=== cpu_seq ===
### src/rtl/cpu_seq_pkg.sv
// cpu_seq_pkg: shared definitions for the cpu_seq instruction sequencer.
//   - sequencer state encoding
//   - opcode constants (MOV, BR, CMP, HALT)
//   - instruction field positions
//   - decoded-instruction struct produced by cpu_seq_decode
//
// Instruction layout (32 bits):
//   [31:27] opcode        [26] predicated-branch enable   [25:23] predicate select
//   [22]    predicate inv [20:16] destination register
//   [15:0]  immediate (MOV, BR); for register ops [12:10] cc, [9:5] src a, [4:0] src b
package cpu_seq_pkg;

  typedef enum logic [2:0] {
    S_FETCH      = 3'd0,
    S_DECODE     = 3'd1,
    S_EXECUTE    = 3'd2,
    S_WRITE_BACK = 3'd3,
    S_HALTED     = 3'd4
  } state_t;

  localparam logic [4:0] OP_MOV  = 5'h01;
  localparam logic [4:0] OP_BR   = 5'h02;
  localparam logic [4:0] OP_CMP  = 5'h03;
  localparam logic [4:0] OP_HALT = 5'h1F;

  localparam int OPC_HI   = 31;
  localparam int OPC_LO   = 27;
  localparam int PCOND_B  = 26;
  localparam int PSEL_HI  = 25;
  localparam int PSEL_LO  = 23;
  localparam int PINV_B   = 22;
  localparam int RZ_HI    = 20;
  localparam int RZ_LO    = 16;
  localparam int IMM_HI   = 15;
  localparam int CC_HI    = 12;
  localparam int CC_LO    = 10;
  localparam int RA_HI    = 9;
  localparam int RA_LO    = 5;
  localparam int RB_HI    = 4;

  typedef struct packed {
    logic [4:0]  op;
    logic        is_mov;
    logic        is_branch;
    logic        is_cmp;
    logic        is_halt;
    logic        has_imm;
    logic [4:0]  ra;
    logic [4:0]  rb;
    logic [4:0]  rz;
    logic [2:0]  cc;
    logic [15:0] imm;
    logic [2:0]  pred_sel;
    logic        pred_cond;
    logic        pred_inv;
  } dec_t;

endpackage

### src/rtl/cpu_seq_decode.sv
// cpu_seq_decode: purely combinational decode of the latched instruction word.
// Ports:
//   inst  in   latched 32-bit instruction
//   dec   out  opcode class flags, immediate flag, register/predicate selects,
//              compare condition (zero for non-CMP), raw 16-bit immediate
module cpu_seq_decode
  import cpu_seq_pkg::*;
(
  input  logic [31:0] inst,
  output dec_t        dec
);

  // bit 21 is reserved in every format
  logic unused_rsvd;
  assign unused_rsvd = inst[21];

  always_comb begin
    dec           = '0;
    dec.op        = inst[OPC_HI:OPC_LO];
    dec.is_mov    = (dec.op == OP_MOV);
    dec.is_branch = (dec.op == OP_BR);
    dec.is_cmp    = (dec.op == OP_CMP);
    dec.is_halt   = (dec.op == OP_HALT);
    dec.has_imm   = dec.is_mov | dec.is_branch;
    dec.ra        = inst[RA_HI:RA_LO];
    dec.rb        = inst[RB_HI:0];
    dec.rz        = inst[RZ_HI:RZ_LO];
    dec.cc        = dec.is_cmp ? inst[CC_HI:CC_LO] : 3'd0;
    dec.imm       = inst[IMM_HI:0];
    dec.pred_sel  = inst[PSEL_HI:PSEL_LO];
    dec.pred_cond = inst[PCOND_B];
    dec.pred_inv  = inst[PINV_B];
  end

endmodule

### src/rtl/cpu_seq.sv
// cpu_seq: multicycle FETCH/DECODE/EXECUTE/WRITE_BACK sequencer with HALT.
// Drives an external ALU and register bank; instruction fetch uses a req/ack
// handshake so memory may insert wait states.
// Ports:
//   clk, reset                      clock, async active-high reset
//   imem_req/addr/ack/data          instruction fetch handshake
//   rf_addr_a/b, rf_data_a/b        register source selects and read data
//   rf_we, rf_addr_z, rf_z_sel,
//   rf_data_z                       register / predicate write port
//   pred_addr, pred_val             predicate read for conditional branches
//   alu_opcode, alu_cc, alu_a/b,
//   alu_z                           external ALU
//   pc, halted                      status
// Build option: CPU_SEQ_PRED_BRANCH_EN enables predicated branches; without it
// every BR is taken and the predicate port is idle.
module cpu_seq
  import cpu_seq_pkg::*;
#(
  parameter int               WIDTH    = 32,
  parameter int               REG_SEL  = 5,
  parameter int               PRED_SEL = 3,
  parameter logic [WIDTH-1:0] RESET_PC = '0
) (
  input  logic                clk,
  input  logic                reset,
  output logic                imem_req,
  output logic [WIDTH-1:0]    imem_addr,
  input  logic                imem_ack,
  input  logic [31:0]         imem_data,
  output logic [REG_SEL-1:0]  rf_addr_a,
  output logic [REG_SEL-1:0]  rf_addr_b,
  input  logic [WIDTH-1:0]    rf_data_a,
  input  logic [WIDTH-1:0]    rf_data_b,
  output logic                rf_we,
  output logic [REG_SEL-1:0]  rf_addr_z,
  output logic                rf_z_sel,
  output logic [WIDTH-1:0]    rf_data_z,
  output logic [PRED_SEL-1:0] pred_addr,
  input  logic                pred_val,
  output logic [4:0]          alu_opcode,
  output logic [2:0]          alu_cc,
  output logic [WIDTH-1:0]    alu_a,
  output logic [WIDTH-1:0]    alu_b,
  input  logic [WIDTH-1:0]    alu_z,
  output logic [WIDTH-1:0]    pc,
  output logic                halted
);

  state_t           state, state_nx;
  logic [31:0]      inst;
  logic [WIDTH-1:0] pc_q, opa, opb, result, imm_ext, opnd_a, opnd_b;
  logic             taken, br_taken;
  dec_t             dec;

  cpu_seq_decode u_decode (.inst(inst), .dec(dec));

  assign imm_ext = WIDTH'($signed(dec.imm));
  assign opnd_a  = dec.has_imm ? imm_ext : rf_data_a;
  assign opnd_b  = dec.has_imm ? '0      : rf_data_b;

`ifdef CPU_SEQ_PRED_BRANCH_EN
  assign br_taken  = !dec.pred_cond || (pred_val ^ dec.pred_inv);
  assign pred_addr = PRED_SEL'(dec.pred_sel);
  logic unused_dec;
  assign unused_dec = dec.is_mov;
`else
  assign br_taken  = 1'b1;
  assign pred_addr = '0;
  logic unused_dec;
  assign unused_dec = ^{dec.is_mov, dec.pred_sel, dec.pred_cond, dec.pred_inv, pred_val};
`endif

  assign imem_addr  = pc_q;
  assign pc         = pc_q;
  assign rf_addr_a  = REG_SEL'(dec.ra);
  assign rf_addr_b  = REG_SEL'(dec.rb);
  assign rf_addr_z  = REG_SEL'(dec.rz);
  assign rf_z_sel   = dec.is_cmp;
  assign rf_data_z  = result;
  assign alu_opcode = dec.op;
  assign alu_cc     = dec.cc;
  // operands are visible while being selected in DECODE, then held from the latch
  assign alu_a      = (state == S_DECODE) ? opnd_a : opa;
  assign alu_b      = (state == S_DECODE) ? opnd_b : opb;

  always_comb begin
    state_nx = state;
    imem_req = 1'b0;
    rf_we    = 1'b0;
    halted   = 1'b0;
    case (state)
      S_FETCH: begin
        // state already sits in FETCH during reset; keep the request quiet
        imem_req = !reset;
        if (imem_ack) state_nx = S_DECODE;
      end
      S_DECODE:     state_nx = dec.is_halt ? S_HALTED : S_EXECUTE;
      S_EXECUTE:    state_nx = S_WRITE_BACK;
      S_WRITE_BACK: begin
        rf_we    = !dec.is_branch;
        state_nx = S_FETCH;
      end
      S_HALTED:     halted = 1'b1;
      default:      state_nx = S_FETCH;
    endcase
  end

  always_ff @(posedge clk or posedge reset) begin
    if (reset) state <= S_FETCH;
    else       state <= state_nx;
  end

  always_ff @(posedge clk or posedge reset) begin
    if (reset) begin
      pc_q   <= RESET_PC;
      inst   <= '0;
      opa    <= '0;
      opb    <= '0;
      result <= '0;
      taken  <= 1'b0;
    end else begin
      case (state)
        S_FETCH:   if (imem_ack) inst <= imem_data;
        S_DECODE: begin
          opa <= opnd_a;
          opb <= opnd_b;
        end
        S_EXECUTE: begin
          result <= alu_z;
          taken  <= dec.is_branch && br_taken;
        end
        S_WRITE_BACK: pc_q <= taken ? pc_q + imm_ext : pc_q + WIDTH'(1);
        default: ;
      endcase
    end
  end

endmodule

### config.mk
export PLATFORM = sky130hd
export DESIGN_NAME = cpu_seq
export DESIGN_NICKNAME = d
export VERILOG_FILES = /design/src/rtl/cpu_seq_pkg.sv /design/src/rtl/cpu_seq_decode.sv /design/src/rtl/cpu_seq.sv
export SDC_FILE = /design/constraint.sdc
export NUM_CORES = 1
export LEC_CHECK = 0
export CAP_MARGIN = 10
export CORE_MARGIN = 2
export CORE_UTILIZATION = 41
export CTS_CLUSTER_SIZE = 40
export DETAILED_ROUTE_END_ITERATION = 10
export GPL_TIMING_DRIVEN = 1
export PLACE_DENSITY_LB_ADDON = 0.15
export SETUP_SLACK_MARGIN = 0.05
export SLEW_MARGIN = 0
export SYNTH_ARGS = -nofsm -noshare
export SYNTH_HDL_FRONTEND = slang
export SYNTH_HIERARCHICAL = 1
export SYNTH_SLANG_ARGS = --single-unit
### constraint.sdc
create_clock -name clk -period 5.3 [get_ports clk]
set_input_delay 1.06 -clock clk [delete_from_list [all_inputs] [get_ports clk]]
set_output_delay 1.06 -clock clk [all_outputs]
set_load 0.01 [all_outputs]
=== mod_operand_loader ===
`src/rtl/mod_operand_loader.sv`:
```
`default_nettype none
// ============================================================================
// Module      : mod_operand_loader
// Description : Serial frame loader for a modular add/sub stage. A frame is
//               nine valid/ready bits (s, raw X MSB-first, raw Y MSB-first).
//               Each operand is reduced modulo m and the frame is held on
//               registered outputs until downstream consumes it.
// Revision    : 1.0 - initial release
// ============================================================================
module mod_operand_loader #(
  parameter logic [3:0] m = 4'b1111
) (
  input  logic clk,
  input  logic rst_n,
  input  logic clr,
  input  logic sin,
  input  logic sin_valid,
  output logic sin_ready,
  output logic s,
  output logic x3,
  output logic x2,
  output logic x1,
  output logic x0,
  output logic y3,
  output logic y2,
  output logic y1,
  output logic y0,
  output logic out_valid,
  input  logic out_ready,
  output logic reduced
);

  typedef enum logic [1:0] {
    IDLE    = 2'd0,
    LOAD_X  = 2'd1,
    LOAD_Y  = 2'd2,
    PRESENT = 2'd3
  } state_t;

  state_t     r_state;
  logic [1:0] r_cnt;
  logic       r_s_cap;
  logic [3:0] r_x_raw;
  logic [2:0] r_y_sh;
  logic       r_s;
  logic [3:0] r_x;
  logic [3:0] r_y;
  logic       r_reduced;
  logic       r_out_valid;
  logic       r_sin_ready;

  logic       w_xfer;
  logic [3:0] w_y_raw;
  logic       w_x_ge;
  logic       w_y_ge;
  logic [3:0] w_x_red;
  logic [3:0] w_y_red;

  // Transfer qualification and single-subtraction reduction (raw <= 15 < 2m).
  // The last Y bit is still on sin at the completing edge, so raw Y is formed
  // from the three shifted bits plus the live input.
  assign w_xfer  = sin_valid & r_sin_ready;
  assign w_y_raw = {r_y_sh, sin};
  assign w_x_ge  = (r_x_raw >= m);
  assign w_y_ge  = (w_y_raw >= m);
  assign w_x_red = w_x_ge ? (r_x_raw - m) : r_x_raw;
  assign w_y_red = w_y_ge ? (w_y_raw - m) : w_y_raw;

  // Frame FSM: shifts in bits, latches the reduced frame and runs the handshakes.
  always_ff @(posedge clk or negedge rst_n) begin
    if (!rst_n) begin
      r_state     <= IDLE;
      r_cnt       <= 2'd0;
      r_s_cap     <= 1'b0;
      r_x_raw     <= 4'd0;
      r_y_sh      <= 3'd0;
      r_s         <= 1'b0;
      r_x         <= 4'd0;
      r_y         <= 4'd0;
      r_reduced   <= 1'b0;
      r_out_valid <= 1'b0;
      r_sin_ready <= 1'b1;
    end else if (clr) begin
      // Abort wins over any transfer or handshake on the same edge.
      r_state     <= IDLE;
      r_cnt       <= 2'd0;
      r_out_valid <= 1'b0;
      r_sin_ready <= 1'b1;
    end else begin
      case (r_state)
        IDLE: begin
          if (w_xfer) begin
            r_s_cap <= sin;
            r_cnt   <= 2'd0;
            r_state <= LOAD_X;
          end
        end
        LOAD_X: begin
          if (w_xfer) begin
            r_x_raw <= {r_x_raw[2:0], sin};
            if (r_cnt == 2'd3) begin
              r_cnt   <= 2'd0;
              r_state <= LOAD_Y;
            end else begin
              r_cnt <= r_cnt + 2'd1;
            end
          end
        end
        LOAD_Y: begin
          if (w_xfer) begin
            r_y_sh <= w_y_raw[2:0];
            if (r_cnt == 2'd3) begin
              r_cnt       <= 2'd0;
              r_state     <= PRESENT;
              r_s         <= r_s_cap;
              r_x         <= w_x_red;
              r_y         <= w_y_red;
              r_reduced   <= w_x_ge | w_y_ge;
              r_out_valid <= 1'b1;
              r_sin_ready <= 1'b0;
            end else begin
              r_cnt <= r_cnt + 2'd1;
            end
          end
        end
        PRESENT: begin
          // Presented values stay put; only the consuming handshake leaves.
          if (out_ready) begin
            r_cnt       <= 2'd0;
            r_state     <= IDLE;
            r_out_valid <= 1'b0;
            r_sin_ready <= 1'b1;
          end
        end
        default: begin
          r_cnt       <= 2'd0;
          r_state     <= IDLE;
          r_out_valid <= 1'b0;
          r_sin_ready <= 1'b1;
        end
      endcase
    end
  end

  assign sin_ready = r_sin_ready;
  assign out_valid = r_out_valid;
  assign s         = r_s;
  assign reduced   = r_reduced;
  assign x3        = r_x[3];
  assign x2        = r_x[2];
  assign x1        = r_x[1];
  assign x0        = r_x[0];
  assign y3        = r_y[3];
  assign y2        = r_y[2];
  assign y1        = r_y[1];
  assign y0        = r_y[0];

endmodule
`default_nettype wire

```
`config.mk`:
```
export PLATFORM = sky130hd
export DESIGN_NAME = mod_operand_loader
export DESIGN_NICKNAME = d
export VERILOG_FILES = /design/src/rtl/mod_operand_loader.sv
export SDC_FILE = /design/constraint.sdc
export NUM_CORES = 1
export LEC_CHECK = 0
export CAP_MARGIN = 20
export CORE_UTILIZATION = 47
export CTS_CLUSTER_SIZE = 40
export DETAILED_ROUTE_END_ITERATION = 10
export HOLD_SLACK_MARGIN = 0.05
export PLACE_DENSITY_LB_ADDON = 0.2
export SYNTH_ARGS = -nofsm -noshare
export SYNTH_HDL_FRONTEND = slang
export SYNTH_SLANG_ARGS = --single-unit
```
`constraint.sdc`:
```
create_clock -name clk -period 1.5 [get_ports clk]
set_clock_uncertainty 0.15 [all_clocks]
set_input_delay 0.225 -clock clk [delete_from_list [all_inputs] [get_ports clk]]
set_output_delay 0.225 -clock clk [all_outputs]
set_load 0.05 [all_outputs]
```
=== hazard_forward_tracker ===
### config.mk
export PLATFORM = sky130hd
export DESIGN_NAME = hazard_forward_tracker
export DESIGN_NICKNAME = d
export VERILOG_FILES = /design/src/rtl/pipe_pkg.sv /design/src/rtl/fwd_select_logic.sv /design/src/rtl/hazard_forward_tracker.sv
export SDC_FILE = /design/constraint.sdc
export NUM_CORES = 1
export LEC_CHECK = 0
export CAP_MARGIN = 0
export CORE_MARGIN = 2
export CORE_UTILIZATION = 55
export CTS_BUF_LIST = sky130_fd_sc_hd__clkbuf_4 sky130_fd_sc_hd__clkbuf_8 sky130_fd_sc_hd__clkbuf_16
export CTS_CLUSTER_SIZE = 25
export DETAILED_ROUTE_END_ITERATION = 10
export MAX_ROUTING_LAYER = met4
export PLACE_DENSITY_LB_ADDON = 0.08
export SYNTH_ARGS = -nofsm -noshare
export SYNTH_HDL_FRONTEND = slang
export SYNTH_HIERARCHICAL = 1
export SYNTH_SLANG_ARGS = --single-unit
### constraint.sdc
create_clock -name clk_i -period 3.58 [get_ports clk_i]
set_input_delay 0.537 -clock clk_i [delete_from_list [all_inputs] [get_ports clk_i]]
set_output_delay 0.537 -clock clk_i [all_outputs]
set_load 0.02 [all_outputs]
### src/rtl/pipe_pkg.sv
// Shared definitions for the pipeline hazard/forwarding control.
//   - Forward-select encodings. They must match the EX operand mux.
//   - The architectural zero-register index.
//   - Packed entry types for the ID/EX, EX/MEM and MEM/WB tracked stages.
package pipe_pkg;

  localparam int PIPE_AW = 5;

  localparam logic [1:0] FWD_RF    = 2'b00;
  localparam logic [1:0] FWD_MEMWB = 2'b01;
  localparam logic [1:0] FWD_EXMEM = 2'b10;

  localparam logic [PIPE_AW-1:0] REG_ZERO = '0;

  typedef struct packed {
    logic               valid;
    logic [PIPE_AW-1:0] rs1;
    logic [PIPE_AW-1:0] rs2;
    logic               use1;
    logic               use2;
    logic [PIPE_AW-1:0] rd;
    logic               regwrite;
    logic               memread;
  } idex_entry_t;

  typedef struct packed {
    logic [PIPE_AW-1:0] rd;
    logic               regwrite;
    logic               memread;
  } exmem_entry_t;

  typedef struct packed {
    logic [PIPE_AW-1:0] rd;
    logic               regwrite;
  } memwb_entry_t;

endpackage

### src/rtl/fwd_select_logic.sv
// Forward-select priority for one EX-stage operand.
// This block is purely combinational. It compares the operand's source register
// against the EX/MEM and MEM/WB producers. The younger producer (EX/MEM) wins.
// Register 0 is never forwarded.
// Ports:
//   ex_valid       ID/EX holds a real instruction
//   ex_use         instruction actually reads this operand
//   ex_rs          source register index of this operand
//   exmem_regwrite EX/MEM producer writes its rd
//   exmem_rd       EX/MEM destination register
//   memwb_regwrite MEM/WB producer writes its rd
//   memwb_rd       MEM/WB destination register
//   fwd_sel        mux select (FWD_RF / FWD_MEMWB / FWD_EXMEM)
module fwd_select_logic
  import pipe_pkg::*;
#(
  parameter int REG_AW = PIPE_AW
) (
  input  logic              ex_valid,
  input  logic              ex_use,
  input  logic [REG_AW-1:0] ex_rs,
  input  logic              exmem_regwrite,
  input  logic [REG_AW-1:0] exmem_rd,
  input  logic              memwb_regwrite,
  input  logic [REG_AW-1:0] memwb_rd,
  output logic [1:0]        fwd_sel
);

  logic reads;
  logic hit_exmem;
  logic hit_memwb;

  assign reads     = ex_valid & ex_use;
  assign hit_exmem = reads & exmem_regwrite & (exmem_rd != '0) & (exmem_rd == ex_rs);
  assign hit_memwb = reads & memwb_regwrite & (memwb_rd != '0) & (memwb_rd == ex_rs);

  always_comb begin
    fwd_sel = FWD_RF;
    if (hit_exmem)      fwd_sel = FWD_EXMEM;
    else if (hit_memwb) fwd_sel = FWD_MEMWB;
  end

endmodule

### src/rtl/hazard_forward_tracker.sv
// Hazard and forwarding control for the 5-stage pipeline.
// It tracks the destination-register state of instructions in ID/EX, EX/MEM and
// MEM/WB. From that state it drives the EX operand forward selects.
// It also detects load-use hazards. On a hazard it stalls PC/IF-ID and puts a
// bubble into ID/EX. Stages downstream of ID/EX always advance.
// Ports:
//   clk_i, rst_i            clock, synchronous active-high reset
//   id_*                    decode-stage instruction fields
//   flush_i                 squash the instruction entering ID/EX
//   forward_a_o/forward_b_o EX operand A/B mux selects
//   stall_o                 load-use stall (combinational)
//   stall_cnt_o             saturating count of stall cycles since reset
// The stage entry types are fixed at pipe_pkg::PIPE_AW bits. REG_AW must match it.
module hazard_forward_tracker
  import pipe_pkg::*;
#(
  parameter int REG_AW = PIPE_AW,
  parameter int CNT_W  = 16
) (
  input  logic              clk_i,
  input  logic              rst_i,
  input  logic              id_valid_i,
  input  logic [REG_AW-1:0] id_rs1_i,
  input  logic [REG_AW-1:0] id_rs2_i,
  input  logic              id_use_rs1_i,
  input  logic              id_use_rs2_i,
  input  logic [REG_AW-1:0] id_rd_i,
  input  logic              id_regwrite_i,
  input  logic              id_memread_i,
  input  logic              flush_i,
  output logic [1:0]        forward_a_o,
  output logic [1:0]        forward_b_o,
  output logic              stall_o,
  output logic [CNT_W-1:0]  stall_cnt_o
);

  idex_entry_t  idex_q;
  exmem_entry_t exmem_q;
  memwb_entry_t memwb_q;
  logic [CNT_W-1:0] stall_cnt_q;

  // A load sits in ID/EX and the decode instruction reads its rd.
  // flush_i does not mask the stall. Both cases insert the same bubble.
  always_comb begin
    stall_o = idex_q.valid & idex_q.memread & (idex_q.rd != REG_ZERO) & id_valid_i &
              ((id_use_rs1_i & (id_rs1_i == idex_q.rd)) |
               (id_use_rs2_i & (id_rs2_i == idex_q.rd)));
  end

  always_ff @(posedge clk_i) begin
    if (rst_i) begin
      idex_q      <= '0;
      exmem_q     <= '0;
      memwb_q     <= '0;
      stall_cnt_q <= '0;
    end else begin
      memwb_q.rd       <= exmem_q.rd;
      memwb_q.regwrite <= exmem_q.regwrite;
      exmem_q.rd       <= idex_q.rd;
      // A bubble already carries regwrite=0 and memread=0.
      // Copying the ID/EX fields straight through is therefore enough.
      exmem_q.regwrite <= idex_q.regwrite;
      exmem_q.memread  <= idex_q.memread;
      if (stall_o || flush_i || !id_valid_i) begin
        idex_q <= '0;
      end else begin
        idex_q.valid    <= 1'b1;
        idex_q.rs1      <= id_rs1_i;
        idex_q.rs2      <= id_rs2_i;
        idex_q.use1     <= id_use_rs1_i;
        idex_q.use2     <= id_use_rs2_i;
        idex_q.rd       <= id_rd_i;
        idex_q.regwrite <= id_regwrite_i;
        idex_q.memread  <= id_memread_i;
      end
      if (stall_o && (stall_cnt_q != {CNT_W{1'b1}})) begin
        stall_cnt_q <= stall_cnt_q + 1'b1;
      end
    end
  end

  assign stall_cnt_o = stall_cnt_q;

  fwd_select_logic #(.REG_AW(REG_AW)) u_fwd_a (
    .ex_valid       (idex_q.valid),
    .ex_use         (idex_q.use1),
    .ex_rs          (idex_q.rs1),
    .exmem_regwrite (exmem_q.regwrite),
    .exmem_rd       (exmem_q.rd),
    .memwb_regwrite (memwb_q.regwrite),
    .memwb_rd       (memwb_q.rd),
    .fwd_sel        (forward_a_o)
  );

  fwd_select_logic #(.REG_AW(REG_AW)) u_fwd_b (
    .ex_valid       (idex_q.valid),
    .ex_use         (idex_q.use2),
    .ex_rs          (idex_q.rs2),
    .exmem_regwrite (exmem_q.regwrite),
    .exmem_rd       (exmem_q.rd),
    .memwb_regwrite (memwb_q.regwrite),
    .memwb_rd       (memwb_q.rd),
    .fwd_sel        (forward_b_o)
  );

endmodule

==> mod_operand_loader/floorplan.png <==
Bar = 20 µm. Pins as bars on the die edge.
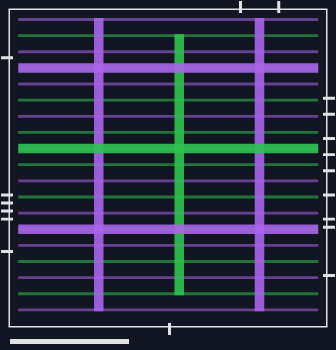
legend:
  purple:
    net: VSS
  green:
    net: VDD
signal pins: 18
met1 rails: 19
worst ir drop on vdd: 0.000809 V
Die W: 53.3 µm
Die H: 53.3 µm
Core ar.: 0.00248 mm²

==> out/qor.csv, mod_operand_loader <==
stage,metric,value,unit
run_status,outcome,"complete, but fails checks",
run_status,failing checks,negative setup slack,
synth,number of enable flip-flop cells,0,
routing,WL/cell,15.3,µm
synth,"Seq/Total Area, Yosys",48.7,%
routing,Final ANT Viol Nets,0,
global_routing,first-pass GRT wire length,4.51,mm
setup_path,worst path arrival time,1.69,ns
clock_network,Latency at later pin,0.31,ns
setup_path,Worst Setup EP,r_state[1],
final_timing,Fmax,615,MHz
final_timing,RSZ-0062 raised after global routing,true,
synth,Flops after synth,24,
floorplanning,fp_density,49.9,%
clock_network,buffer type at the clock tree root,clkbuf_4,
synth,synthesized area,0.00124,mm²
routing,WL met3,86,µm
finish,logic area,748,µm²
routing,DR WL met2,1.64,mm
setup_path,Critical R2R Launch,sin_ready,
routing,M1 WL,1.15,mm
final_timing,"Min Clock Period, post-route",1.63,ns
final_timing,Slew @ Worst Pin,0.311,ns
synth,Yosys chip area,0.00124,mm²
setup_path,Crit-path slowest cell,dfstp_4,
clock_network,# H-tree levels,1,
final_timing,final-report setup violation count,25,
finish,Inverters excl. clock,2,
floorplanning,chip area,0.00284,mm²
final_timing,Setup WS post-layout,-0.126,ns
finish,most frequent cells in the layout,"nand2_1 (21), dfrtp_1 (21), buf_4 (18), buf_12 (13), mux2_2 (7)",
clock_network,CTS Buffer Depth,2,
finish,Plain + repair buffers,39,
final_timing,Worst Hold Slack,0.103,ns
finish,flop count,24,
finish,Area growth syn-to-layout,54.3,%
setup_path,max incr delay on CP,0.67,ns
routing,DR DRC count,0,
setup_path,RR Endpoint,r_state[1],
==> mod_operand_loader: repair_timing <==
item	4_1_cts	5_1_grt
endpoints found under the setup margin	23	25
gates cloned	1	0
pin swaps	10	10
resized	20	9
setup buffers	5	3
==> mod_operand_loader: power by group <==
| part | switching (W) | internal, W |
|---|---|---|
| sequential | 0.000148 | 0.000779 |
| combinational | 0.000429 | 0.000514 |
| clock | 0.000192 | 0.000104 |
==> mod_operand_loader: metrics by stage <==
step	cells	util, %
3_3_place_gp	176	67.9
5_1_grt	189	77.0
4_1_cts	186	74.0
6_report	189	77.0
3_5_place_dp	176	67.9
2_1_floorplan	117	-
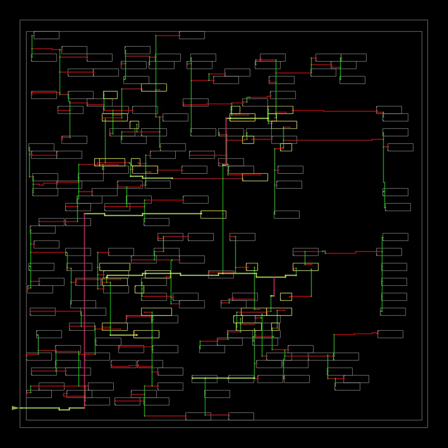
(cpu_seq/clock_nets.png)
flop count: 158
clk sink count: 158
Num CTS Buffers: 17
CLK BUF: 18

==> out/qor.csv, cpu_seq <==
stage,metric,value,unit
run_status,outcome,"finished, final reports clean",
clock_network,Latency at later pin,0.42,ns
setup_path,Reg2Reg Depth,10,
setup_path,RR Endpoint,imem_addr[24],
setup_path,CP Max Fanout,17,
final_timing,Clock Skew,0.0112,ns
floorplanning,fp_density,41.9,%
worst_hold_path,HP Class,register to register,
final_timing,Fmax,245,MHz
synth,post-synthesis cell count,876,
global_routing,GR Layer Usage met3,9.51,%
worst_hold_path,Worst Hold End,opb[9],
routing,Initial DRT Pass Iterations,5,
global_routing,total track usage,23.1,%
global_routing,largest net degree at the start of global routing,98,
setup_path,Critical R2R Launch,taken,
cpu_seq: final cells by class:
cell class	instances	area, µm²
fillers	1793	8450
clock inverters	14	170
repair buffers	319	3190
multi-input cells	588	3810
inverters	4	18.8
well taps	270	338
clock buffers	18	439
flip-flops and latches	158	3950
cpu_seq: power breakdown:
group / switching [W] / internal, W
registers: 0.000408 / 0.00175
clock network: 0.000544 / 0.000727
logic: 0.00167 / 0.00184
cpu_seq: flip-flops by register name, summed over array words and instances, names as in the netlist:
name and cells:
rf_data_z 32, imem_addr 32, opb 32, opa 32, inst 26, state 3, taken 1
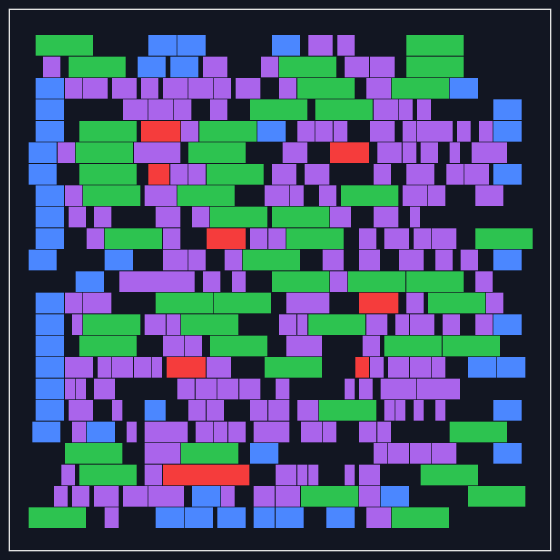
(hazard_forward_tracker/class_map.png)
legend:
  purple:
    class: remaining logic cells
    cells: 171
  red:
    class: clock drivers and dummy loads
    cells: 8
  green:
    class: sequential cells
    cells: 48
  blue:
    class: remaining buffers and delay cells
    cells: 45
Core ar.: 0.00400 mm²
Rows: 23
final non-filler cell area: 0.00281 mm²
sequential share of cell area: 34.2%
fin util: 70.3%

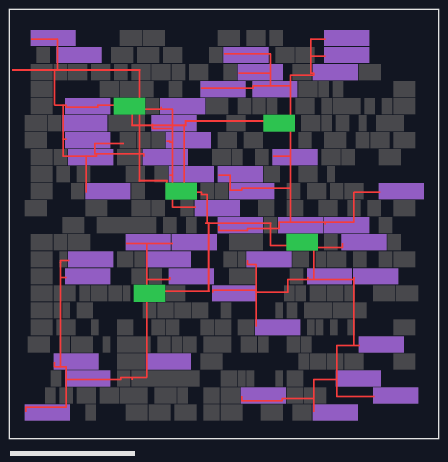
(hazard_forward_tracker/clock_wires.png)
Bar = 20 µm.
legend:
  purple:
    item: flip-flops
    count: 48
  red:
    item: clock wires
    length: 525 µm
  green:
    item: clock-net drivers
    count: 5
flops lie: widely spread
routed clock nets: 6
Latency at later pin: 0.30 ns
clock power share: 38.4%
Clock Skew: 0.00879 ns
P_clk: 0.000390 W

==> out/qor.csv, hazard_forward_tracker <==
stage,metric,value,unit
global_routing,met2 global-route usage,31.6,%
setup_path,Critical R2R Launch,idex_q[3],
final_timing,Slew @ Worst Pin,0.847,ns
power,sequential power,0.000551,W
global_routing,largest net degree at the start of global routing,33,
run_status,outcome,"finished, final reports clean",
global_routing,first-pass GRT wire length,7.47,mm
synth,Commonest flop,dfxtp_1,
setup_path,worst path arrival time,2.46,ns
finish,flop count,48,
synth,Post-synth top cells,"dfxtp_1 (48), and2_1 (22), xnor2_1 (18), nor2b_1 (14), or4_1 (13)",
power,Seq pwr share,54.4,%
routing,Initial DRT Pass Iterations,4,
finish,logic area,0.00122,mm²
run,Max-Cap Viols,0,
setup_path,Buf/Inv on CP,2,
power,LEAKAGE,0.933,nW
setup_path,Reg2Reg Depth,5,
setup_path,CP most frequent cell,clkdlybuf4s50_1,
setup_path,Crit-path slowest cell,clkdlybuf4s50_1,
power,Biggest consumer,registers,
hazard_forward_tracker: through the flow:
stage,utilization (%),instances
CTS,70.3,322
global route,70.3,322
detailed placement,67.5,314
finish,70.3,322
floorplan,-,232
global placement,67.5,314
hazard_forward_tracker: registers in the layout, indices dropped and copies added, names as in the netlist:
name and flops:
stall_cnt_o 16, idex_q 20, exmem_q 6, memwb_q 6
hazard_forward_tracker: cell families after synthesis:
family | after synthesis
and+or+nand+nor | 105
DFF | 48
AOI/OAI and AO/OA | 33
xor gates and xnor gates | 26
buffers and inverters | 16
muxes | 3
adders and majority gates | 1

==> gallery <==
Signal wires by layer.
Plate I
Bar = 20 µm.
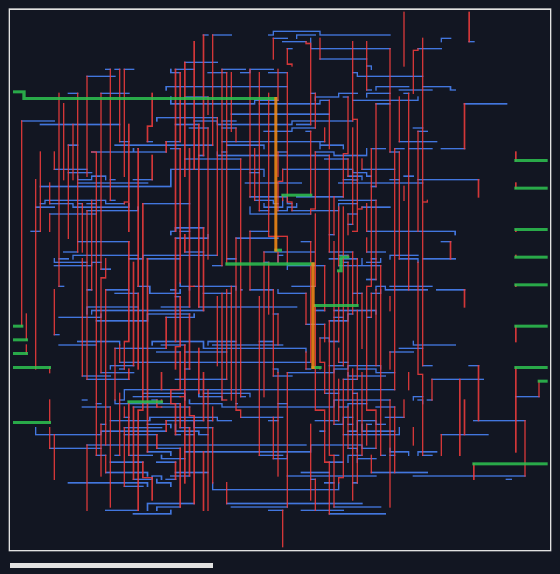
Plate II
Bar = 20 µm.
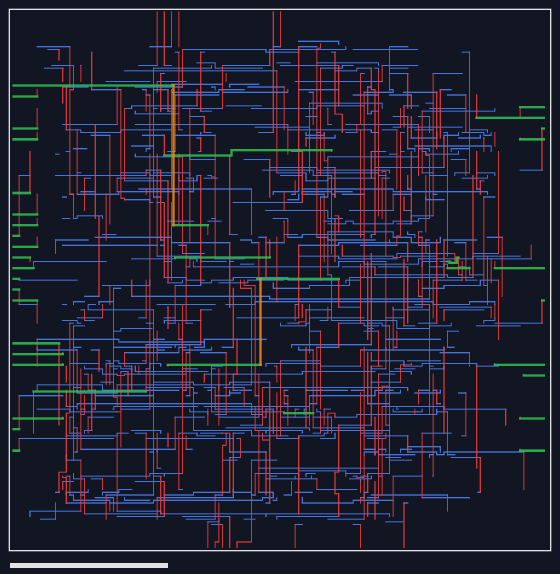
Plate III
Bar = 50 µm.
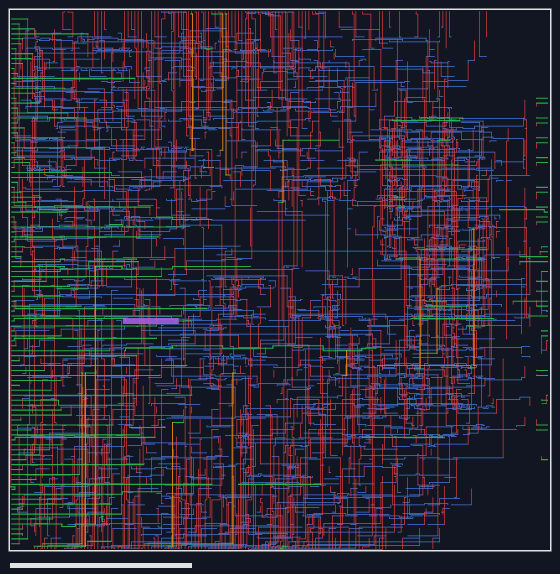
Of these, most wire: Plate III
For cpu_seq, see Plate III.
For hazard_forward_tracker, see Plate II.
For mod_operand_loader, see Plate I.


=== sr_latch_sequencer ===
==> sr_latch_sequencer/class_map.png <==
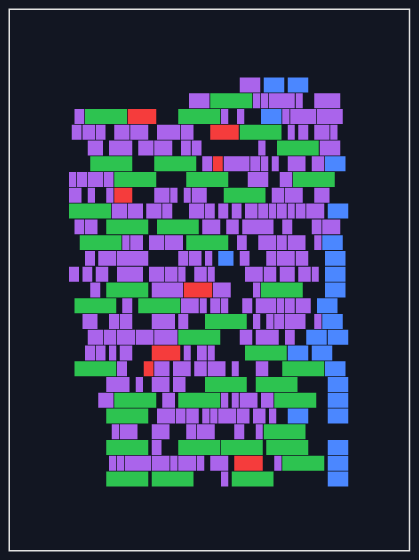

File: src/rtl/sr_latch_sequencer.sv
// SR-latch demonstrator sequencer: steps S/R from a fixed pattern or from switches
// once per divided tick, holds Q as a registered latch, and shows it on a 7-segment digit.
module sr_latch_sequencer #(
    parameter int TICK_DIV = 20000000,
    parameter int CNT_W    = 27
) (
    input  logic       clk,
    input  logic       rst,
    input  logic       start,
    input  logic       manual,
    input  logic       s_in,
    input  logic       r_in,
    output logic       s_out,
    output logic       r_out,
    output logic       q,
    output logic       q_n,
    output logic       invalid,
    output logic       busy,
    output logic       done,
    output logic [2:0] step_idx,
    output logic [6:0] seg,
    output logic       heartbeat
);
    // state | meaning
    // IDLE  | waiting for start; switches drive S/R on each tick when manual=1
    // RUN   | stepping through the 8-entry S/R pattern, one step per tick
    // DONE  | single-cycle completion pulse, S/R released
    typedef enum logic [1:0] {IDLE, RUN, DONE} state_t;

    localparam logic [6:0] SEG_ZERO = 7'b0000001;
    localparam logic [6:0] SEG_ONE  = 7'b1001111;
    localparam logic [6:0] SEG_ERR  = 7'b0110000;

    state_t           state, state_nxt;
    logic [CNT_W-1:0] cnt;
    logic             tick;
    logic             s_nxt, r_nxt, q_nxt, inv_nxt;
    logic [2:0]       idx_nxt;
    logic [6:0]       seg_nxt;

    function automatic logic [1:0] rom_sr(input logic [2:0] idx);
        case (idx)
            3'd0:    rom_sr = 2'b10;
            3'd1:    rom_sr = 2'b00;
            3'd2:    rom_sr = 2'b01;
            3'd3:    rom_sr = 2'b00;
            3'd4:    rom_sr = 2'b10;
            3'd5:    rom_sr = 2'b11;
            3'd6:    rom_sr = 2'b00;
            default: rom_sr = 2'b01;
        endcase
    endfunction

    // S=R=1 holds the previous value; the caller flags it as invalid.
    function automatic logic latch_eval(input logic q_cur, input logic s, input logic r);
        case ({s, r})
            2'b10:   latch_eval = 1'b1;
            2'b01:   latch_eval = 1'b0;
            default: latch_eval = q_cur;
        endcase
    endfunction

    assign tick = (cnt == CNT_W'(TICK_DIV - 1));

    always_ff @(posedge clk) begin
        if (rst) begin
            cnt       <= '0;
            heartbeat <= 1'b0;
        end else if (tick) begin
            cnt       <= '0;
            heartbeat <= ~heartbeat;
        end else begin
            cnt <= cnt + CNT_W'(1);
        end
    end

    always_ff @(posedge clk) begin
        if (rst) state <= IDLE;
        else     state <= state_nxt;
    end

    always_comb begin
        state_nxt = state;
        case (state)
            IDLE:    if (start && !manual) state_nxt = RUN;
            RUN:     if (tick && step_idx == 3'd7) state_nxt = DONE;
            default: state_nxt = IDLE;
        endcase
    end

    always_comb begin
        s_nxt   = s_out;
        r_nxt   = r_out;
        q_nxt   = q;
        inv_nxt = invalid;
        idx_nxt = step_idx;
        case (state)
            IDLE: begin
                if (start && !manual) begin
                    idx_nxt        = 3'd0;
                    {s_nxt, r_nxt} = rom_sr(3'd0);
                    inv_nxt        = 1'b0;
                end else if (manual && tick) begin
                    s_nxt = s_in;
                    r_nxt = r_in;
                    q_nxt = latch_eval(q, s_in, r_in);
                    if (s_in && r_in) inv_nxt = 1'b1;
                end
            end
            RUN: begin
                if (tick) begin
                    q_nxt = latch_eval(q, s_out, r_out);
                    if (s_out && r_out) inv_nxt = 1'b1;
                    if (step_idx != 3'd7) begin
                        idx_nxt        = step_idx + 3'd1;
                        {s_nxt, r_nxt} = rom_sr(step_idx + 3'd1);
                    end else begin
                        s_nxt = 1'b0;
                        r_nxt = 1'b0;
                    end
                end
            end
            default: begin
                s_nxt = 1'b0;
                r_nxt = 1'b0;
            end
        endcase
        // The error glyph is only meaningful while a sequence is being shown.
        if (invalid && state != IDLE) seg_nxt = SEG_ERR;
        else if (q)                   seg_nxt = SEG_ONE;
        else                          seg_nxt = SEG_ZERO;
    end

    always_ff @(posedge clk) begin
        if (rst) begin
            s_out    <= 1'b0;
            r_out    <= 1'b0;
            q        <= 1'b0;
            invalid  <= 1'b0;
            step_idx <= 3'd0;
            seg      <= SEG_ZERO;
        end else begin
            s_out    <= s_nxt;
            r_out    <= r_nxt;
            q        <= q_nxt;
            invalid  <= inv_nxt;
            step_idx <= idx_nxt;
            seg      <= seg_nxt;
        end
    end

    assign q_n  = ~q;
    assign busy = (state == RUN);
    assign done = (state == DONE);
endmodule

File: config.mk
export PLATFORM = sky130hd
export DESIGN_NAME = sr_latch_sequencer
export DESIGN_NICKNAME = d
export VERILOG_FILES = /design/src/rtl/sr_latch_sequencer.sv
export SDC_FILE = /design/constraint.sdc
export NUM_CORES = 1
export LEC_CHECK = 0
export CAP_MARGIN = 20
export CORE_ASPECT_RATIO = 1.5
export CORE_MARGIN = 10
export CORE_UTILIZATION = 60
export DETAILED_ROUTE_END_ITERATION = 8
export PLACE_DENSITY = 0.84
export SYNTH_ARGS = -nofsm -noshare
export SYNTH_HDL_FRONTEND = slang
export SYNTH_SLANG_ARGS = --single-unit
File: constraint.sdc
create_clock -name clk -period 3.2 [get_ports clk]
set_input_delay 0.32 -clock clk [delete_from_list [all_inputs] [get_ports clk]]
set_output_delay 0.32 -clock clk [all_outputs]
set_load 0.005 [all_outputs]
=== special_case_classifier ===
--- src/rtl/special_case_classifier.sv ---
// special_case_classifier
//
// Registered operand classifier for the FPHUB adder. Each operand of the
// incoming (X, Y) pair is classified as +/-Inf, +/-0, +/-1 or none. The
// operands and their codes are captured together in a single valid/ready
// pipeline register. A saturating counter tracks how many accepted pairs
// hold at least one special operand.
//
// Build option: define SPECIAL_ONE_DETECT_EN to enable +/-1 detection
// (codes 5 and 6). When it is undefined, +/-1 operands classify as NONE.
//
// Ports:
//   clk             clock, rising edge
//   rst             synchronous active-high reset
//   in_valid        X/Y pair presented
//   in_ready        stage can accept the pair this cycle
//   X, Y            operands {sign, exp[E-1:0], mant[M-1:0]}
//   out_valid       registered pair valid
//   out_ready       downstream consumes the pair this cycle
//   X_out, Y_out    registered operands
//   X_special_case  code for X_out
//   Y_special_case  code for Y_out
//   any_special     at least one of the registered codes is nonzero
//   special_count   saturating count of accepted pairs with a special operand
//
// States:
//   state | meaning
//   EMPTY | no pair held, out_valid = 0
//   FULL  | pair held on the outputs, out_valid = 1

module special_case_classifier #(
  parameter int M            = 23,
  parameter int E            = 8,
  parameter int special_case = 7,
  parameter int CNT_W        = 16,
  localparam int W           = E + M + 1,
  localparam int CW          = $clog2(special_case)
) (
  input  logic             clk,
  input  logic             rst,
  input  logic             in_valid,
  output logic             in_ready,
  input  logic [W-1:0]     X,
  input  logic [W-1:0]     Y,
  output logic             out_valid,
  input  logic             out_ready,
  output logic [W-1:0]     X_out,
  output logic [W-1:0]     Y_out,
  output logic [CW-1:0]    X_special_case,
  output logic [CW-1:0]    Y_special_case,
  output logic             any_special,
  output logic [CNT_W-1:0] special_count
);

`ifdef SPECIAL_ONE_DETECT_EN
  localparam bit ONE_EN = 1'b1;
`else
  localparam bit ONE_EN = 1'b0;
`endif

  localparam logic [CW-1:0] C_NONE   = CW'(0);
  localparam logic [CW-1:0] C_INF_P  = CW'(1);
  localparam logic [CW-1:0] C_INF_N  = CW'(2);
  localparam logic [CW-1:0] C_ZERO_P = CW'(3);
  localparam logic [CW-1:0] C_ZERO_N = CW'(4);
  localparam logic [CW-1:0] C_ONE_P  = CW'(5);
  localparam logic [CW-1:0] C_ONE_N  = CW'(6);

  // Biased exponent of 1.0
  localparam logic [E-1:0] EXP_ONE = {1'b0, {(E-1){1'b1}}};

  typedef enum logic {EMPTY, FULL} state_t;

  state_t state, next_state;
  logic   load;

  logic [CW-1:0] x_code, y_code;
  logic          any_in;

  // Priority: INF, then ZERO (denormals flush), then ONE.
  function automatic logic [CW-1:0] classify(input logic [W-1:0] op);
    logic          sign;
    logic [E-1:0]  ex;
    logic [M-1:0]  mt;
    logic [CW-1:0] code;
    sign = op[W-1];
    ex   = op[W-2:M];
    mt   = op[M-1:0];
    code = C_NONE;
    if (&ex)
      code = sign ? C_INF_N : C_INF_P;
    else if (ex == '0)
      code = sign ? C_ZERO_N : C_ZERO_P;
    else if (ONE_EN && (ex == EXP_ONE) && (mt == '0))
      code = sign ? C_ONE_N : C_ONE_P;
    return code;
  endfunction

  assign x_code = classify(X);
  assign y_code = classify(Y);
  assign any_in = (x_code != C_NONE) || (y_code != C_NONE);

  assign out_valid = (state == FULL);
  assign in_ready  = !out_valid || out_ready;

  always_ff @(posedge clk) begin
    if (rst) state <= EMPTY;
    else     state <= next_state;
  end

  always_comb begin
    next_state = state;
    load       = 1'b0;
    case (state)
      EMPTY: begin
        if (in_valid) begin
          load       = 1'b1;
          next_state = FULL;
        end
      end
      FULL: begin
        if (out_ready) begin
          if (in_valid) load = 1'b1;
          else          next_state = EMPTY;
        end
      end
      default: next_state = EMPTY;
    endcase
  end

  always_ff @(posedge clk) begin
    if (rst) begin
      X_out          <= '0;
      Y_out          <= '0;
      X_special_case <= C_NONE;
      Y_special_case <= C_NONE;
      any_special    <= 1'b0;
    end else if (load) begin
      X_out          <= X;
      Y_out          <= Y;
      X_special_case <= x_code;
      Y_special_case <= y_code;
      any_special    <= any_in;
    end
  end

  always_ff @(posedge clk) begin
    if (rst)
      special_count <= '0;
    else if (load && any_in && (special_count != '1))
      special_count <= special_count + CNT_W'(1);
  end

endmodule
--- config.mk ---
export PLATFORM = sky130hd
export DESIGN_NAME = special_case_classifier
export DESIGN_NICKNAME = d
export VERILOG_FILES = /design/src/rtl/special_case_classifier.sv
export SDC_FILE = /design/constraint.sdc
export NUM_CORES = 1
export LEC_CHECK = 0
export ABC_CLOCK_PERIOD_IN_PS = 2100
export CAP_MARGIN = 10
export CORE_MARGIN = 2
export CORE_UTILIZATION = 41
export CTS_BUF_LIST = sky130_fd_sc_hd__clkbuf_4 sky130_fd_sc_hd__clkbuf_8 sky130_fd_sc_hd__clkbuf_16
export DETAILED_ROUTE_END_ITERATION = 16
export PLACE_DENSITY_LB_ADDON = 0.15
export SLEW_MARGIN = 20
export SYNTH_ARGS = -nofsm -noshare
export SYNTH_HDL_FRONTEND = slang
export SYNTH_SLANG_ARGS = --single-unit
--- constraint.sdc ---
create_clock -name clk -period 2.1 [get_ports clk]
set_input_delay 0.21 -clock clk [delete_from_list [all_inputs] [get_ports clk]]
set_output_delay 0.21 -clock clk [all_outputs]
set_load 0.05 [all_outputs]

==> layout pictures side by side <==
PDN straps and rails.
Bar = 20 µm. Pins as bars on the die edge.
shot_01.png
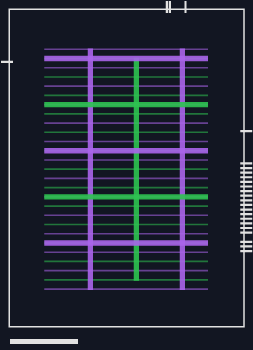
shot_02.png
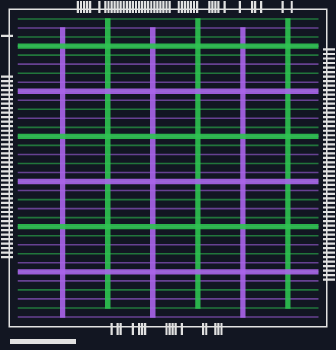
- shot_02.png = special_case_classifier
- shot_01.png = sr_latch_sequencer
The one with the largest die is shot_02.png.

==> special_case_classifier/layers.png <==
Bar = 20 µm.
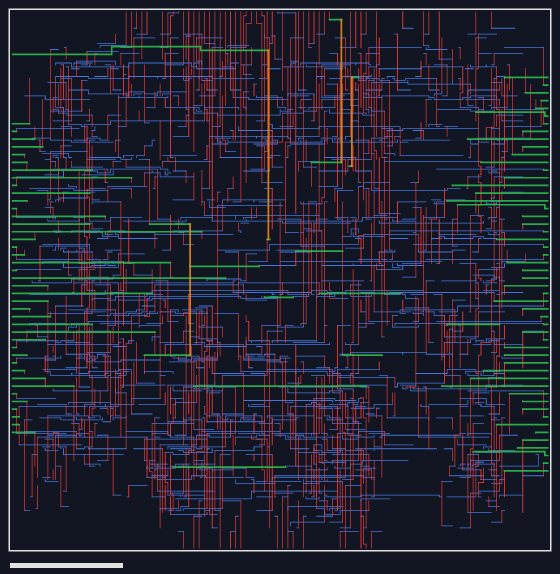
legend:
  red:
    layer: M2
    wire_length: 4,670 µm
  orange:
    layer: M4
    wire_length: 97.2 µm
  blue:
    layer: M1
    wire_length: 4,210 µm
  green:
    layer: M3
    wire_length: 841 µm
vias: 3,551
total track usage: 21.2%
WL/cell: 14.0 µm
final WL: 9.81 mm

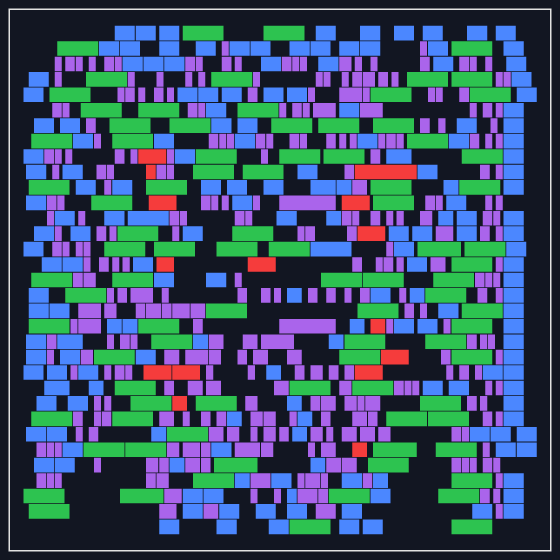
(special_case_classifier/class_map.png)
legend:
  purple:
    class: remaining logic cells
    cells: 312
  green:
    class: sequential cells
    cells: 88
  red:
    class: clock drivers and dummy loads
    cells: 15
  blue:
    class: remaining buffers and delay cells
    cells: 179
Rows: 33
fin util: 67.1%

==> out/qor.csv, special_case_classifier <==
stage,metric,value,unit
run_status,outcome,"finished, final reports clean",
setup_path,CP Max Fanout,11,
routing,drt first-iter violations,91,
routing,DR DRC count,0,
power,Pwr Density,676,mW/mm²
finish,clock network share of area,3.49,%
setup_path,Critical R2R Launch,special_count[0],
global_routing,initial antenna violation count,1,
clock_network,# H-tree levels,3,
synth,Flops after synth,88,
final_timing,final-report setup violation count,0,
power,Seq pwr share,48.3,%
setup_path,CP required,2.33,ns
finish,Final nets,659,
setup_path,Worst Setup EP,special_count[14],
final_timing,Worst Hold Slack,0.0866,ns
global_routing,met2 global-route usage,35.4,%
finish,Sequential Area,0.00177,mm²
setup_path,startpoint types,primary input,
global_routing,Most Crowded Layer GR,met2,
synth,Post-synth ARST share,0,%
synth,xor+xnor area frac,0,%
worst_hold_path,WHS Path Cells,2,
finish,Inverters excl. clock,3,
setup_path,worst path arrival time,2.29,ns
synth,Synth mux share,0.294,%
setup_path,Stages on worst setup path,6,
routing,DR top layer,met4,
power,worst ir drop on vdd,0.000392,V
[special_case_classifier: stage by stage]
step                      utilization [%]  power [W]  instance area (µm²)
after floorplan                         -    0.00224                 3420
after global placement               63.3    0.00257                 5150
after detailed placement             63.3    0.00258                 5150
after CTS                            66.7    0.00373                 5430
after global routing                 67.1    0.00385                 5460
final                                67.1    0.00369                 5460
[special_case_classifier: state kept, by name (all words and copies together), names as in the netlist]
name and cells:
Y_special_case 3, Y_out 32, special_count 16, any_special 1
X_special_case 3, X_out 32, out_valid 1
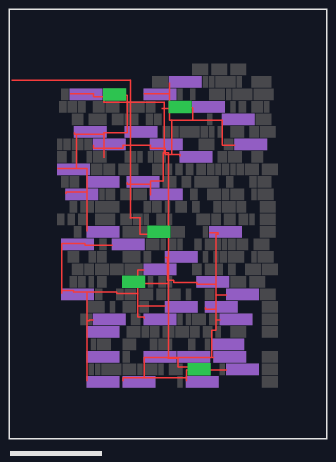
(sr_latch_sequencer/clock_wires.png)
Bar = 20 µm.
legend:
  purple:
    item: flip-flops
    count: 40
  red:
    item: clock wires
    length: 490 µm
  green:
    item: clock-net drivers
    count: 5
routed clock nets: 6
P_clk: 0.000331 W
clock power share: 36.8%
Latency at later pin: 0.30 ns
Clock Skew: 0.00825 ns

Notes on sr_latch_sequencer/class_map.png above:
legend:
  blue:
    class: remaining buffers and delay cells
    cells: 24
  green:
    class: sequential cells
    cells: 40
  red:
    class: clock drivers and dummy loads
    cells: 8
  purple:
    class: remaining logic cells
    cells: 194
Rows: 26
sequential share of cell area: 32.9%
final non-filler cell area: 0.00243 mm²

==> out/qor.csv, sr_latch_sequencer <==
stage,metric,value,unit
run_status,outcome,"finished, final reports clean",
synth,xor+xnor area frac,4.09,%
floorplanning,Die W,68.8,µm
setup_path,Reg2Reg Depth,5,
global_routing,total track usage,15.7,%
placed_design,dpl ws,1.11,ns
finish,number of flip-flops in the largest register,27,
synth,synthesized area,0.00214,mm²
global_routing,GR Overflow Total,0,
floorplanning,Die H,93.2,µm
final_timing,Slew @ Worst Pin,0.584,ns
finish,layout cells sized above 1,10.2,%
finish,Fillers,277,
final_timing,Worst Hold Slack,0.467,ns
finish,Biggest register,cnt,
placed_design,number of port buffers,23,
setup_path,max incr delay on CP,0.59,ns
finish,Area growth syn-to-layout,13.6,%
placed_design,Routability Congestion,0.835,
worst_hold_path,HP Class,register to register,
clock_network,# H-tree levels,2,
routing,vias,1869,
power,Tot Pwr,0.000898,W
setup_path,Crit-path slowest cell,or4_1,
placed_design,DP HPWL,3.51,mm
routing,Initial DRT Pass Iterations,4,
final_timing,max_slew headroom,60.0,%
setup_path,Critical R2R Launch,cnt[0],
run,tool warnings,28,
routing,drt first-iter violations,136,
final_timing,final-report setup violation count,0,
clock_network,buffer type at the clock tree root,clkbuf_8,
synth,Post-synth ARST share,0,%
finish,mi-comb count,182,
routing,DR DRC count,0,
power,LEAKAGE,0.819,nW
synth,"Avg Cell Area, Syn",8.67,µm²
synth,Synth mux share,3.33,%
finish,Data buffer area share,9.77,%
finish,Plain + repair buffers,24,
sr_latch_sequencer: metal layers:
metal / part of all wire, % / up-vias / track usage, % / routed length [µm]
met5: 0 / - / 0 / 0
met4: 2.5 / 0 / 7.26 / 119
met3: 6.0 / 10 / 3.94 / 285
met2: 50 / 49 / 26.7 / 2370
met1: 41 / 869 / 17.6 / 1940
li1: - / 941 / - / -
sr_latch_sequencer: power by group:
group / total (W) / internal (W) / switching (W) / leakage [nW]
clock: 0.000331 / 0.000152 / 0.000179 / 0.0479
sequential: 0.000514 / 0.000504 / 0.00000958 / 0.323
combinational: 0.0000532 / 0.0000255 / 0.0000277 / 0.447


==> layout pictures side by side <==
Clock distribution.
(a)
Bar = 20 µm.
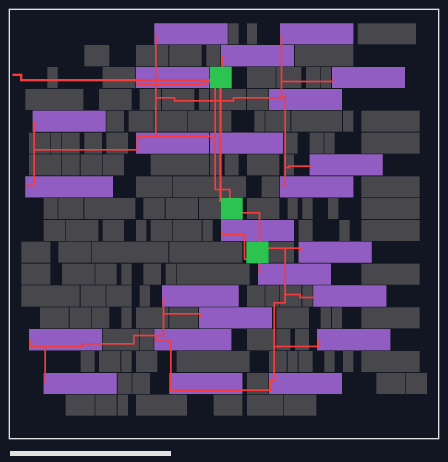
(b)
Bar = 20 µm.
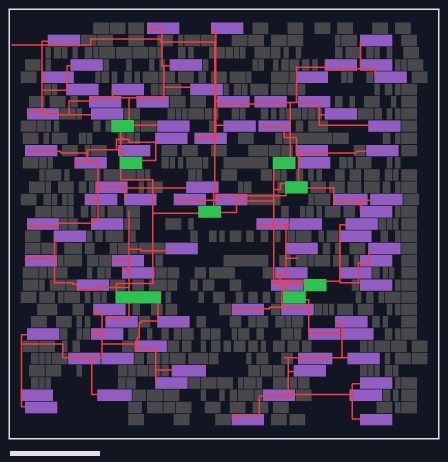
(c)
Bar = 50 µm.
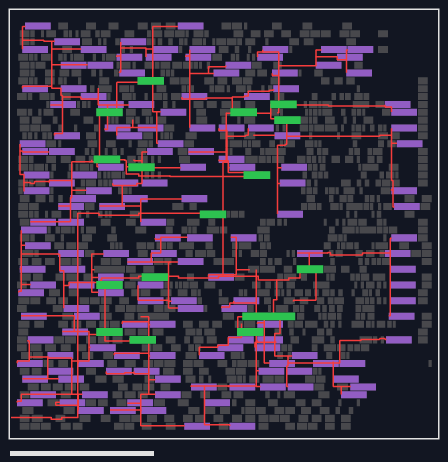
| picture | from |
|---|---|
| (c) | cpu_seq |
| (b) | special_case_classifier |
| (a) | mod_operand_loader |
The one with the smallest die is (a).
The one with the largest die is (c).

Key to (a):
legend:
  purple:
    item: flip-flops
    count: 24
  green:
    item: clock-net drivers
    count: 3
  red:
    item: clock wires
    length: 277 µm
routed clock nets: 4

No activity file was given, so power comes from the tool's default toggle rates.
